=== block 1 ===
block_1/pinout.png
Pins as bars across the die edge, other pins in grey.
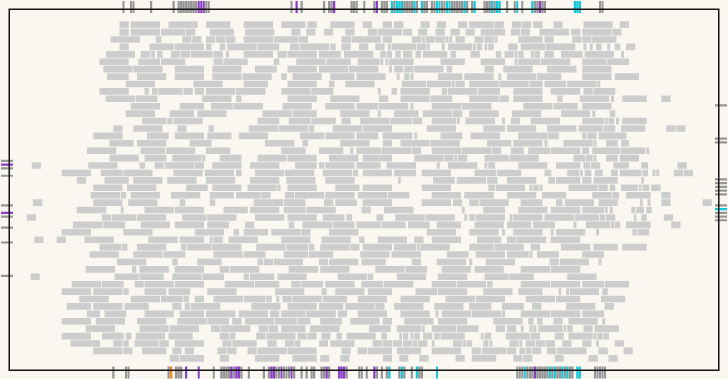

$ cat src/rtl/sbp_pipeline_arbiter.sv
// sbp_pipeline_arbiter: arbitrates queued table updates against lookups onto one pipeline-head slot.
// Define SBP_ARB_DRAIN_EN to insert a PIPE_STAGES-cycle drain after the update that empties the queue.
module sbp_pipeline_arbiter #(
  parameter int STAGE_ID_BITS  = 6,
  parameter int LOCATION_BITS  = 11,
  parameter int RESULT_BITS    = 24,
  parameter int ROOT_STAGE_ID  = 1,
  parameter int UPD_FIFO_DEPTH = 4,
  parameter int UPD_BURST      = 2,
  parameter int PIPE_STAGES    = 16
) (
  input  logic                                clk,
  input  logic                                rst,
  input  logic                                lkp_valid_i,
  output logic                                lkp_ready_o,
  input  logic [31:0]                         lkp_ip_addr_i,
  input  logic                                upd_valid_i,
  output logic                                upd_ready_o,
  input  logic [31:0]                         upd_prefix_i,
  input  logic [5:0]                          upd_prefix_len_i,
  input  logic [STAGE_ID_BITS-1:0]            upd_stage_id_i,
  input  logic [LOCATION_BITS-1:0]            upd_location_i,
  input  logic [RESULT_BITS-1:0]              upd_result_i,
  output logic                                valid_o,
  output logic                                update_o,
  output logic [31:0]                         ip_addr_o,
  output logic [5:0]                          bit_pos_o,
  output logic [STAGE_ID_BITS-1:0]            stage_id_o,
  output logic [LOCATION_BITS-1:0]            location_o,
  output logic [RESULT_BITS-1:0]              result_o,
  output logic [$clog2(UPD_FIFO_DEPTH):0]     upd_count_o
);
  localparam int AW = $clog2(UPD_FIFO_DEPTH);
  localparam int CW = AW + 1;
  localparam int BW = $clog2(UPD_BURST + 1);

  typedef struct packed {
    logic [31:0]              prefix;
    logic [5:0]               len;
    logic [STAGE_ID_BITS-1:0] stage;
    logic [LOCATION_BITS-1:0] location;
    logic [RESULT_BITS-1:0]   result;
  } upd_t;

`ifdef SBP_ARB_DRAIN_EN
  typedef enum logic [1:0] {IDLE, LKP, UPD, DRAIN} state_t;
  localparam int DW = $clog2(PIPE_STAGES + 1);
  logic [DW-1:0] drain_cnt, drain_nxt;
`else
  typedef enum logic [1:0] {IDLE, LKP, UPD} state_t;
`endif

  upd_t          mem [UPD_FIFO_DEPTH];
  upd_t          head;
  state_t        state, state_nxt;
  logic [CW-1:0] wr_ptr, rd_ptr, count;
  logic [BW-1:0] burst_cnt;
  logic          burst_sat, empty, full, in_drain, enq, issue_upd, issue_lkp;

  // Pointers carry one extra wrap bit so full and empty stay distinguishable.
  assign count       = wr_ptr - rd_ptr;
  assign empty       = count == '0;
  assign full        = count == CW'(UPD_FIFO_DEPTH);
  assign burst_sat   = burst_cnt >= BW'(UPD_BURST);
  assign head        = mem[rd_ptr[AW-1:0]];
  assign upd_count_o = count;

`ifdef SBP_ARB_DRAIN_EN
  assign in_drain = state == DRAIN;
`else
  assign in_drain = 1'b0;
  logic unused_drain;
  assign unused_drain = ^{state, 32'(PIPE_STAGES)};
`endif

  // Readies are forced low while reset is held, like every other output.
  assign lkp_ready_o = rst && !in_drain && (empty || burst_sat);
  assign upd_ready_o = rst && !full;
  assign enq         = upd_valid_i && upd_ready_o;
  assign issue_upd   = !in_drain && !empty && !(lkp_valid_i && burst_sat);
  assign issue_lkp   = lkp_valid_i && lkp_ready_o;

`ifdef SBP_ARB_DRAIN_EN
  always_comb begin
    state_nxt = issue_upd ? UPD : issue_lkp ? LKP : IDLE;
    drain_nxt = '0;
    if (in_drain) begin
      state_nxt = drain_cnt == '0 ? IDLE : DRAIN;
      drain_nxt = drain_cnt == '0 ? '0 : drain_cnt - 1'b1;
    end else if (issue_upd && count == CW'(1) && !enq) begin
      state_nxt = DRAIN;
      drain_nxt = DW'(PIPE_STAGES - 1);
    end
  end
`else
  assign state_nxt = issue_upd ? UPD : issue_lkp ? LKP : IDLE;
`endif

  always_ff @(posedge clk) begin
    if (enq) mem[wr_ptr[AW-1:0]] <= {upd_prefix_i, upd_prefix_len_i, upd_stage_id_i, upd_location_i, upd_result_i};
  end

  always_ff @(posedge clk or negedge rst) begin
    if (!rst) begin
      state      <= IDLE;
      burst_cnt  <= '0;
      wr_ptr     <= '0;
      rd_ptr     <= '0;
      valid_o    <= 1'b0;
      update_o   <= 1'b0;
      ip_addr_o  <= '0;
      bit_pos_o  <= '0;
      stage_id_o <= '0;
      location_o <= '0;
      result_o   <= '0;
`ifdef SBP_ARB_DRAIN_EN
      drain_cnt  <= '0;
`endif
    end else begin
      state      <= state_nxt;
      burst_cnt  <= issue_upd ? (burst_sat ? burst_cnt : burst_cnt + 1'b1) : '0;
      wr_ptr     <= wr_ptr + CW'(enq);
      rd_ptr     <= rd_ptr + CW'(issue_upd);
      valid_o    <= issue_upd || issue_lkp;
      update_o   <= issue_upd;
      ip_addr_o  <= issue_upd ? head.prefix : issue_lkp ? lkp_ip_addr_i : '0;
      bit_pos_o  <= issue_upd ? head.len : '0;
      stage_id_o <= issue_upd ? head.stage : issue_lkp ? STAGE_ID_BITS'(ROOT_STAGE_ID) : '0;
      location_o <= issue_upd ? head.location : '0;
      result_o   <= issue_upd ? head.result : '0;
`ifdef SBP_ARB_DRAIN_EN
      drain_cnt  <= drain_nxt;
`endif
    end
  end
endmodule

$ cat config.mk
export PLATFORM = sky130hd
export DESIGN_NAME = sbp_pipeline_arbiter
export DESIGN_NICKNAME = d
export VERILOG_FILES = /design/src/rtl/sbp_pipeline_arbiter.sv
export SDC_FILE = /design/constraint.sdc
export NUM_CORES = 1
export LEC_CHECK = 0
export CORE_ASPECT_RATIO = 0.5
export CORE_MARGIN = 2
export CORE_UTILIZATION = 45
export DETAILED_ROUTE_END_ITERATION = 10
export PLACE_DENSITY = 0.68
export RECOVER_POWER = 25
export REMOVE_ABC_BUFFERS = 1
export SETUP_SLACK_MARGIN = 0.5
export SLEW_MARGIN = 40
export SYNTH_ARGS = -nofsm -noshare
export SYNTH_HDL_FRONTEND = slang
export SYNTH_SLANG_ARGS = --single-unit
export TNS_END_PERCENT = 100
$ cat constraint.sdc
create_clock -name clk -period 9.13 [get_ports clk]
set_clock_uncertainty 0.15 [all_clocks]
set_input_delay 2.739 -clock clk [delete_from_list [all_inputs] [get_ports clk]]
set_output_delay 2.739 -clock clk [all_outputs]
set_load 0.01 [all_outputs]
=== block 2 ===
==> config.mk <==
export PLATFORM = sky130hd
export DESIGN_NAME = alu_seq_param
export DESIGN_NICKNAME = d
export VERILOG_FILES = /design/src/rtl/alu_pkg.sv /design/src/rtl/alu_mul_seq.sv /design/src/rtl/alu_seq_param.sv
export SDC_FILE = /design/constraint.sdc
export NUM_CORES = 1
export LEC_CHECK = 0
export CAP_MARGIN = 10
export CORE_MARGIN = 8
export CORE_UTILIZATION = 54
export DETAILED_ROUTE_END_ITERATION = 7
export PLACE_DENSITY = 0.89
export SYNTH_ARGS = -nofsm -noshare
export SYNTH_HDL_FRONTEND = slang
export SYNTH_SLANG_ARGS = --single-unit
==> constraint.sdc <==
create_clock -name clk -period 2.9 [get_ports clk]
set_input_delay 0.87 -clock clk [delete_from_list [all_inputs] [get_ports clk]]
set_output_delay 0.87 -clock clk [all_outputs]
set_load 0.005 [all_outputs]
==> src/rtl/alu_pkg.sv <==
// Shared encodings for the sequential ALU: FSM states, op/in_sel one-hot bit
// indices and flag bit positions.
package alu_pkg;

    localparam int unsigned OP_W  = 8;
    localparam int unsigned SEL_W = 3;
    localparam int unsigned FLG_W = 4;
    localparam int unsigned ST_W  = 2;

    typedef enum logic [ST_W-1:0] {
        ST_OFF  = 2'b00,
        ST_IDLE = 2'b01,
        ST_EXEC = 2'b10,
        ST_DONE = 2'b11
    } state_e;

    // op_sel one-hot bit positions (bit7 = ADD)
    localparam int unsigned OP_ADD = 7;
    localparam int unsigned OP_SUB = 6;
    localparam int unsigned OP_AND = 5;
    localparam int unsigned OP_OR  = 4;
    localparam int unsigned OP_XOR = 3;
    localparam int unsigned OP_SHL = 2;
    localparam int unsigned OP_SHR = 1;
    localparam int unsigned OP_MUL = 0;

    // in_sel one-hot bit positions {persist, load, clear}
    localparam int unsigned SEL_PERSIST = 2;
    localparam int unsigned SEL_LOAD    = 1;
    localparam int unsigned SEL_CLEAR   = 0;

    // flags bit positions {carry, zero, overflow, err}
    localparam int unsigned FLG_CARRY = 3;
    localparam int unsigned FLG_ZERO  = 2;
    localparam int unsigned FLG_OVF   = 1;
    localparam int unsigned FLG_ERR   = 0;

    function automatic logic is_onehot(input logic [OP_W-1:0] v);
        return (v != '0) && ((v & (v - OP_W'(1))) == '0);
    endfunction

endpackage

==> src/rtl/alu_mul_seq.sv <==
// Iterative unsigned shift-add multiplier. The start edge already folds in
// bit 0 of b; done is raised once all WIDTH partial products are summed.
module alu_mul_seq #(
    parameter int unsigned WIDTH = 8
) (
    input  logic               clk,
    input  logic               rst,
    input  logic               start,
    input  logic [WIDTH-1:0]   a,
    input  logic [WIDTH-1:0]   b,
    output logic               busy,
    output logic               done,
    output logic [2*WIDTH-1:0] product
);

    localparam int unsigned PW = 2 * WIDTH;
    localparam int unsigned CW = $clog2(WIDTH + 1);

    logic [PW-1:0]    r_prod;
    logic [PW-1:0]    r_mcand;
    logic [WIDTH-1:0] r_mplier;
    logic [CW-1:0]    r_cnt;
    logic             r_busy;
    logic             w_last;

    assign w_last  = (r_cnt == CW'(WIDTH));
    assign busy    = r_busy;
    assign done    = r_busy && w_last;
    assign product = r_prod;

    always_ff @(posedge clk or negedge rst) begin
        if (!rst) begin
            r_prod   <= '0;
            r_mcand  <= '0;
            r_mplier <= '0;
            r_cnt    <= '0;
            r_busy   <= 1'b0;
        end else if (start) begin
            r_prod   <= b[0] ? PW'(a) : '0;
            r_mcand  <= PW'(a) << 1;
            r_mplier <= b >> 1;
            r_cnt    <= CW'(1);
            r_busy   <= 1'b1;
        end else if (r_busy) begin
            if (w_last) begin
                r_busy <= 1'b0;
            end else begin
                if (r_mplier[0]) begin
                    r_prod <= r_prod + r_mcand;
                end
                r_mcand  <= r_mcand << 1;
                r_mplier <= r_mplier >> 1;
                r_cnt    <= r_cnt + CW'(1);
            end
        end
    end

endmodule

==> src/rtl/alu_seq_param.sv <==
// Handshaked sequential ALU: control FSM, accumulator and single-cycle datapath;
// MUL runs on alu_mul_seq. Build option ALU_SAT_EN saturates ADD/SUB.
module alu_seq_param
    import alu_pkg::*;
#(
    parameter int unsigned      WIDTH    = 8,
    parameter logic [WIDTH-1:0] ACC_INIT = '0
) (
    input  logic             clk,
    input  logic             rst,
    input  logic             on,
    input  logic             in_valid,
    output logic             in_ready,
    input  logic [SEL_W-1:0] in_sel,
    input  logic [OP_W-1:0]  op_sel,
    input  logic [WIDTH-1:0] num1,
    input  logic [WIDTH-1:0] num2,
    output logic [WIDTH-1:0] out,
    output logic             out_valid,
    input  logic             out_ready,
    output logic [FLG_W-1:0] flags,
    output logic [ST_W-1:0]  curr_state,
    output logic [ST_W-1:0]  next_state
);

    localparam int unsigned DW  = 2 * WIDTH;
    localparam int unsigned SHW = $clog2(WIDTH);
    localparam int unsigned MSB = WIDTH - 1;

    state_e           r_state;
    state_e           w_next;
    logic [WIDTH-1:0] r_a;
    logic [WIDTH-1:0] r_b;
    logic [OP_W-1:0]  r_op;
    logic             r_is_mul;
    logic [WIDTH-1:0] r_acc;
    logic [WIDTH-1:0] r_out;
    logic [FLG_W-1:0] r_flags;
    logic             r_out_valid;

    logic             w_xfer;
    logic             w_clear;
    logic             w_load;
    logic             w_in_mul;
    logic             w_mul_start;
    logic [WIDTH-1:0] w_opa;
    logic             w_mul_busy;
    logic             w_mul_done;
    logic             w_mul_fin;
    logic [DW-1:0]    w_prod;

    logic [WIDTH:0]   w_sum;
    logic [WIDTH:0]   w_diff;
    logic [SHW-1:0]   w_amt;
    logic [DW-1:0]    w_shl;
    logic [DW-1:0]    w_shr;
    logic [WIDTH-1:0] w_res;
    logic             w_carry;
    logic             w_ovf;
    logic             w_err;
    logic [FLG_W-1:0] w_flags;

    assign in_ready   = (r_state == ST_IDLE) && on;
    assign out        = r_out;
    assign out_valid  = r_out_valid;
    assign flags      = r_flags;
    assign curr_state = r_state;
    assign next_state = w_next;

    // Transfer decode; clear beats load beats persist, and no bits set means load
    assign w_xfer      = in_valid && in_ready;
    assign w_clear     = in_sel[SEL_CLEAR];
    assign w_load      = in_sel[SEL_LOAD] || !in_sel[SEL_PERSIST];
    assign w_in_mul    = is_onehot(op_sel) && op_sel[OP_MUL];
    assign w_mul_start = w_xfer && !w_clear && w_in_mul;
    assign w_opa       = w_load ? num1 : r_acc;
    assign w_mul_fin   = w_mul_busy && w_mul_done;

    alu_mul_seq #(
        .WIDTH (WIDTH)
    ) u_mul (
        .clk     (clk),
        .rst     (rst),
        .start   (w_mul_start),
        .a       (w_opa),
        .b       (num2),
        .busy    (w_mul_busy),
        .done    (w_mul_done),
        .product (w_prod)
    );

    // Next-state logic; dropping on overrides every other transition
    always_comb begin
        w_next = r_state;
        case (r_state)
            ST_OFF:  w_next = ST_IDLE;
            ST_IDLE: if (w_xfer && !w_clear) w_next = ST_EXEC;
            ST_EXEC: if (!r_is_mul || w_mul_fin) w_next = ST_DONE;
            ST_DONE: if (r_out_valid && out_ready) w_next = ST_IDLE;
            default: w_next = ST_OFF;
        endcase
        if (!on) begin
            w_next = ST_OFF;
        end
    end

    assign w_sum  = {1'b0, r_a} + {1'b0, r_b};
    assign w_diff = {1'b0, r_a} - {1'b0, r_b};
    assign w_amt  = r_b[SHW-1:0];
    assign w_shl  = DW'(r_a) << w_amt;
    assign w_shr  = {r_a, {WIDTH{1'b0}}} >> w_amt;

    // Result and carry/overflow for the captured operation
    always_comb begin
        w_res   = '0;
        w_carry = 1'b0;
        w_ovf   = 1'b0;
        w_err   = 1'b0;
        if (r_is_mul) begin
            w_res = w_prod[WIDTH-1:0];
            w_ovf = |w_prod[DW-1:WIDTH];
        end else if (!is_onehot(r_op)) begin
            w_err = 1'b1;
        end else if (r_op[OP_ADD]) begin
            w_res   = w_sum[WIDTH-1:0];
            w_carry = w_sum[WIDTH];
            w_ovf   = (r_a[MSB] == r_b[MSB]) && (w_sum[MSB] != r_a[MSB]);
`ifdef ALU_SAT_EN
            if (w_sum[WIDTH]) w_res = '1;
`endif
        end else if (r_op[OP_SUB]) begin
            w_res   = w_diff[WIDTH-1:0];
            w_carry = w_diff[WIDTH];
            w_ovf   = (r_a[MSB] != r_b[MSB]) && (w_diff[MSB] != r_a[MSB]);
`ifdef ALU_SAT_EN
            if (w_diff[WIDTH]) w_res = '0;
`endif
        end else if (r_op[OP_AND]) begin
            w_res = r_a & r_b;
        end else if (r_op[OP_OR]) begin
            w_res = r_a | r_b;
        end else if (r_op[OP_XOR]) begin
            w_res = r_a ^ r_b;
        end else if (r_op[OP_SHL]) begin
            w_res   = w_shl[WIDTH-1:0];
            w_carry = w_shl[WIDTH];
        end else if (r_op[OP_SHR]) begin
            w_res   = w_shr[DW-1:WIDTH];
            w_carry = w_shr[WIDTH-1];
        end
    end

    always_comb begin
        w_flags            = '0;
        w_flags[FLG_CARRY] = w_carry;
        w_flags[FLG_ZERO]  = (w_res == '0);
        w_flags[FLG_OVF]   = w_ovf;
        w_flags[FLG_ERR]   = w_err;
    end

    // State, operand capture, result/flag registers and accumulator
    always_ff @(posedge clk or negedge rst) begin
        if (!rst) begin
            r_state     <= ST_OFF;
            r_a         <= '0;
            r_b         <= '0;
            r_op        <= '0;
            r_is_mul    <= 1'b0;
            r_acc       <= ACC_INIT;
            r_out       <= '0;
            r_flags     <= '0;
            r_out_valid <= 1'b0;
        end else begin
            r_state     <= w_next;
            r_out_valid <= (w_next == ST_DONE);
            if (on) begin
                case (r_state)
                    ST_IDLE: begin
                        if (w_xfer) begin
                            if (w_clear) begin
                                r_acc   <= ACC_INIT;
                                r_out   <= '0;
                                r_flags <= '0;
                            end else begin
                                r_a      <= w_opa;
                                r_b      <= num2;
                                r_op     <= op_sel;
                                r_is_mul <= w_in_mul;
                            end
                        end
                    end
                    ST_EXEC: begin
                        if (!r_is_mul || w_mul_fin) begin
                            r_out   <= w_res;
                            r_flags <= w_flags;
                            if (!w_err) begin
                                r_acc <= w_res;
                            end
                        end
                    end
                    default: ;
                endcase
            end
        end
    end

endmodule
=== block 3 ===
**src/rtl/barrel_shifter.sv**
```systemverilog
// barrel_shifter: registered log2(N)-stage logical shifter; defining BARREL_SHIFTER_ROTATE_EN adds a rot input for circular rotate
module barrel_shifter #(
  parameter int WIDTH   = 8,
  parameter int SHIFT_W = 3
) (
  input  logic               clk,
  input  logic               rst_n,
  input  logic               in_valid,
  input  logic [WIDTH-1:0]   data_in,
  input  logic [SHIFT_W-1:0] shift,
  input  logic               dir,
`ifdef BARREL_SHIFTER_ROTATE_EN
  input  logic               rot,
`endif
  output logic [WIDTH-1:0]   data_out,
  output logic               out_valid
);
  logic rot_on;
`ifdef BARREL_SHIFTER_ROTATE_EN
  assign rot_on = rot;
`else
  assign rot_on = 1'b0;
`endif
  logic [WIDTH-1:0] fwd, res;
  logic [WIDTH-1:0] stage [SHIFT_W+1];
  for (genvar i = 0; i < WIDTH; i++) begin : g_rev
    assign fwd[i] = dir ? data_in[WIDTH-1-i] : data_in[i];
    assign res[i] = dir ? stage[SHIFT_W][WIDTH-1-i] : stage[SHIFT_W][i];
  end
  assign stage[0] = fwd;
  for (genvar s = 0; s < SHIFT_W; s++) begin : g_stage
    localparam int D = 2 ** s;
    assign stage[s+1] = shift[s] ? {stage[s][WIDTH-D-1:0], rot_on ? stage[s][WIDTH-1:WIDTH-D] : D'(0)} : stage[s];
  end
  // output register: capture on accepted input, hold data otherwise
  always_ff @(posedge clk or negedge rst_n) begin
    if (!rst_n) begin
      data_out  <= '0;
      out_valid <= 1'b0;
    end else begin
      out_valid <= in_valid;
      if (in_valid) data_out <= res;
    end
  end
endmodule

```
**config.mk**
```make
export PLATFORM = sky130hd
export DESIGN_NAME = barrel_shifter
export DESIGN_NICKNAME = d
export VERILOG_FILES = /design/src/rtl/barrel_shifter.sv
export SDC_FILE = /design/constraint.sdc
export NUM_CORES = 1
export LEC_CHECK = 0
export CORE_UTILIZATION = 25
export CTS_CLUSTER_DIAMETER = 100
export DETAILED_ROUTE_END_ITERATION = 12
export DONT_BUFFER_PORTS = 1
export SYNTH_ARGS = -nofsm -noshare
export SYNTH_HDL_FRONTEND = slang
export SYNTH_SLANG_ARGS = --single-unit
```
**constraint.sdc**
```tcl
create_clock -name clk -period 1.3 [get_ports clk]
set_input_delay 0.13 -clock clk [delete_from_list [all_inputs] [get_ports clk]]
set_output_delay 0.13 -clock clk [all_outputs]
set_load 0.05 [all_outputs]
```
block_1/util_map.png
26 x 13 tiles, from white (low) to dark blue (high), 0 to 100% covered.
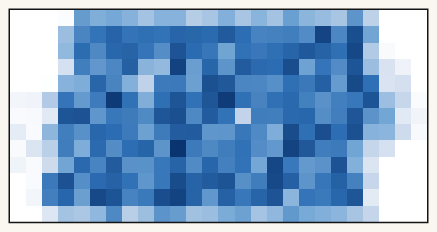
The fullest tile reaches 99%. The mean over all tiles is 52%. 13% of the tiles are nearly empty. 25% of the tiles are over 75% full.

About block_1/pinout.png:
Cyan stands for lkp_ip_addr_i, pins 32, direction input, edge 20 top, 11 bottom, 1 right. Purple stands for result_o, pins 24, direction output, edge 15 bottom, 7 top, 2 left. Orange stands for rst, pins 1, direction input, edge bottom.
All pins by edge: 91 bottom, 87 top, 13 right, 10 left.

==> impl_metrics.json, block 1 <==
{
  "lay_top_count": "edfxtp_1",
  "signal_buffers": 216,
  "clock_power_share_pct": 25.0,
  "ys_cells": 702,
  "io_buffers": 200,
  "crit_buf_inv": 2,
  "crit_cells": 3,
  "grt_util_met1_pct": 22.0,
  "first_global_vias": 7753,
  "antenna_found_initial": 5,
  "tap_cells": 432,
  "status": "complete, no violations",
  "setup_viol": 0,
  "grt_max_degree": 62,
  "r2r_start": "rd_ptr[0]",
  "synth_area_sq_mm": 0.0147,
  "critPathLaunchType": "input pin",
  "slew_viol_final": 0,
  "synth-edff-count": 316,
  "switching_power_mw": 1.74,
  "comb_share_pct": 14.6,
  "holdCritPathClass": "reg2reg",
  "largestClassByArea": "sequential cells",
  "inv_count": 42,
  "crit_start": "rst",
  "top_area_cell": "edfxtp_1",
  "tool_warnings": 25,
  "mostFrequentLayoutCells": "edfxtp_1, clkdlybuf4s50_1, dfrtp_1",
  "clkTransAtPathRegs_ns": 0.06,
  "end_kind": "primary output",
  "logic_gates": 221,
  "place_hpwl_um": 17500,
  "detail-route-antenna-nets": 0,
  "wirelength_met1_um": 12000,
  "regArea_sq_mm": 0.0117,
  "worst_pin_slew_ns": 0.776,
  "p_seq_mw": 2.58,
  "power_leader": "sequential cells",
  "ys_warn_count": 0,
  "htree_levels": 2,
  "synth_async_sr_flop_share_pct": 22.0,
  "grt_pass1_wl_um": 44800
}
[block 1: sequential cells by signal, indices dropped and copies added (netlist names)]
name / cells
bit_pos_o: 6
burst_cnt: 2
ip_addr_o: 32
location_o: 11
mem: 316
rd_ptr: 3
result_o: 24
stage_id_o: 6
update_o: 1
valid_o: 1
wr_ptr: 3
[block 1: cells by family (layout without fill, tap and decap cells)]
logic type / after synthesis / in the layout / synth area share (%)
DFF: 405 / 405 / 79.6
and+or+nand+nor: 93 / 93 / 3.28
muxes: 79 / 79 / 12.1
buffers and inverters: 76 / 321 / 2.36
AOI/OAI and AO/OA: 39 / 39 / 1.72
adders and majority gates: 7 / 7 / 0.646
xor gates and xnor gates: 3 / 3 / 0.272
other: 0 / 3 / 0
[block 1: how the worst min path moves through the flow]
stage                      to  slack [ns]  cells past startpoint
floorplan           wr_ptr[2]        0.30                      1
global placement    wr_ptr[2]        0.31                      1
detailed placement  wr_ptr[2]        0.33                      1
CTS                 wr_ptr[2]        0.33                      1
global route        wr_ptr[2]        0.35                      1
finish              wr_ptr[2]        0.33                      1
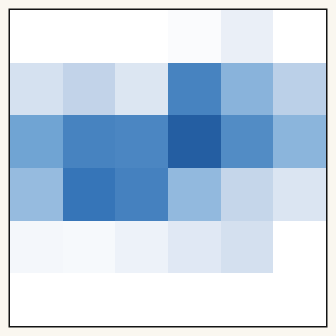
block_3/util_map.png
6 x 6 tiles, from white (low) to dark blue (high), 0 to 100% covered.
The emptiest ninth of the die: bottom left. 2.8% of the tiles are over 75% full. The mean over all tiles is 25%. The densest ninth of the die: middle.

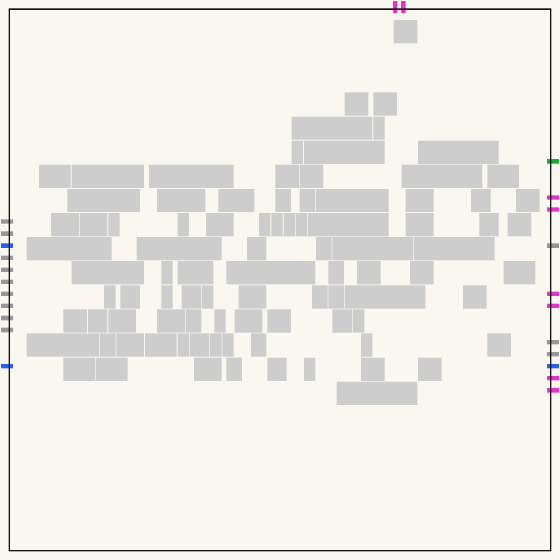
block_3/pinout.png
Pins as bars across the die edge, other pins in grey.
Blue stands for shift, pins 3, direction input, edge 2 left, 1 right. Green stands for out_valid, pins 1, direction output, edge right. Magenta stands for data_out, pins 8, direction output, edge 6 right, 2 top.
All pins by edge: 11 right, 11 left, 2 top.

==> impl_metrics.json, block 3 <==
{
  "num_vias": 732,
  "relSlewSlack_pct": 70.6,
  "fmax_mhz": 919,
  "core-area_sq_mm": 0.00334,
  "wl_um": 1990,
  "grt_util_met1_pct": 17.4,
  "tap_cells": 46,
  "final.setup_skew_ns": 0,
  "insertion_delay_ns": 0.26,
  "final_design_area_no_fill_sq_um": 986,
  "viasPerCell": 5.34,
  "status": "complete, no violations",
  "antennaDiodeCount": 0,
  "cp_data_required_time_ns": 1.43,
  "ys_types": 33,
  "power_leakage_nw": 0.380,
  "highest_layer": "met4",
  "io_pins": 24,
  "busiest_layer": "met1",
  "max_flop_register": "data_out",
  "wl_per_cell_um": 14.5,
  "drtIter0Drc": 23,
  "hold_ws_ns": 0.0263
}
[block 3: power by group]
part / leakage, nW / switching (mW) / internal [mW]
clock: 0.0150 / 0.0987 / 0.118
sequential: 0.108 / 0.0232 / 0.312
combinational: 0.257 / 0.203 / 0.148
total: 0.380 / 0.325 / 0.579
[block 3: worst paths after layout]
kind | end | start
setup / recovery | data_out[2] | dir
hold / removal | data_out[1] | in_valid
setup reg to reg | data_out[7] | data_out[7]
hold reg to reg | data_out[5] | data_out[5]
max in group asynchronous | data_out[4] | rst_n
min in group asynchronous | data_out[5] | rst_n
[block 3: cell families (layout without fill, tap and decap cells)]
logic type | count (synthesis) | after routing | synth area share (%)
multiplexers | 15 | 15 | 31.8
flip-flops | 9 | 9 | 25.9
XOR/XNOR | 1 | 1 | 1.01
buffers and inverters | 10 | 17 | 5.76
AND/OR/NAND/NOR | 25 | 25 | 13.5
AND-OR/OR-AND | 24 | 24 | 21.9
[block 3: critical path, stage by stage]
cell,delay (ns)
mux4_2,0.45
nand2b_1,0.15
a32oi_1,0.31
o221ai_1,0.18
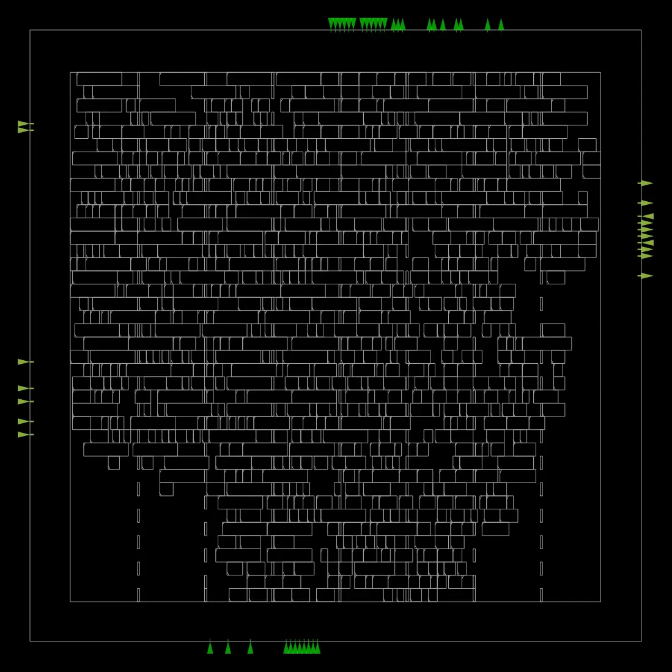
block_2/placed.png
final core utilization: 66.0%
core area: 0.0119 sq mm
flop share of the area: 29.1%

==> impl_metrics.json, block 2 <==
{
  "fp_util_pct": 54.8,
  "crit_start": "r_b[1]",
  "mostFrequentLayoutCells": "nand2_1, dfrtp_1, nor2_1",
  "setup_viol": 0,
  "antenna_found_initial": 0,
  "p_per_area_mw_per_mm2": 658,
  "first_global_vias": 6202,
  "num_vias": 6184,
  "end_kind": "flop",
  "cts_resized": 11,
  "viasPerCell": 6.26,
  "hp-start": "out[1]",
  "fin_nets": 914,
  "cp_data_required_time_ns": 3.18,
  "dp.cells": 964,
  "adder_share_pct": 9.21,
  "routed-wl-met3_um": 1310,
  "floorplan.nets": 843,
  "wl_per_cell_um": 19.7,
  "synth_cells": 765,
  "syn_to_final_growth_pct": 20.5,
  "detail-route-antenna-nets": 0,
  "regArea_sq_mm": 0.00228,
  "cts_setup_buffers": 2,
  "ys_types": 76,
  "vdd_drop_max_mv": 0.556,
  "status": "complete, no violations",
  "hold_buffers": 0
}
-- block 2: registers in the layout, indices dropped and copies added, names as in the netlist --
register	flops
u_mul.r_mplier	7
curr_state	2
u_mul.r_cnt	4
out_valid	1
r_op	8
r_is_mul	1
r_acc	8
out	8
u_mul.busy	1
r_b	8
u_mul.r_mcand	15
u_mul.product	16
r_a	8
flags	4
-- block 2: where the power goes --
group | switching (mW) | total, mW | leakage (nW) | internal [mW]
clock network | 0.536 | 1.22 | 0.145 | 0.680
logic | 1.31 | 2.39 | 2.20 | 1.08
registers | 0.158 | 1.54 | 1.14 | 1.38
-- block 2: through the flow --
| stage | hold slack [ns] | util (%) |
|---|---|---|
| 2_1_floorplan | 0.440 | - |
| 3_3_place_gp | 0.462 | 62.6 |
| 3_5_place_dp | 0.463 | 62.6 |
| 4_1_cts | 0.488 | 65.4 |
| 5_1_grt | 0.513 | 66.0 |
| 6_report | 0.494 | 66.0 |
-- block 2: cell usage after synthesis, drive strengths merged (13+ instances only) --
master and n:
a21o 13, a21oi 58, a31oi 15, clkbuf 35, dfrtp 91, ha 43
inv 33, mux2i 19, nand2 110, nand2b 14, nor2 69, nor3 15
o21ai 50, xnor2 16


==> layout pictures side by side <==
Met3 routing.
picture 1
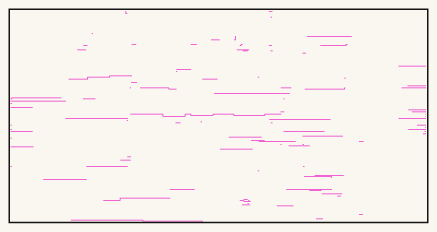
picture 2
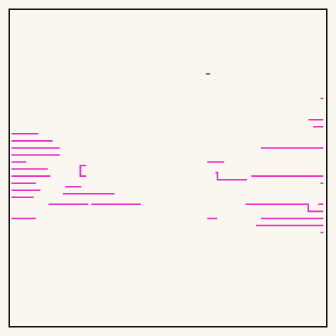
picture 3
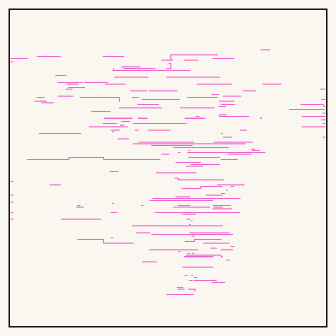
| from | picture |
|---|---|
| block 2 | picture 3 |
| block 1 | picture 1 |
| block 3 | picture 2 |

Power figures rest on the tool's default switching activity, not on a simulated workload.
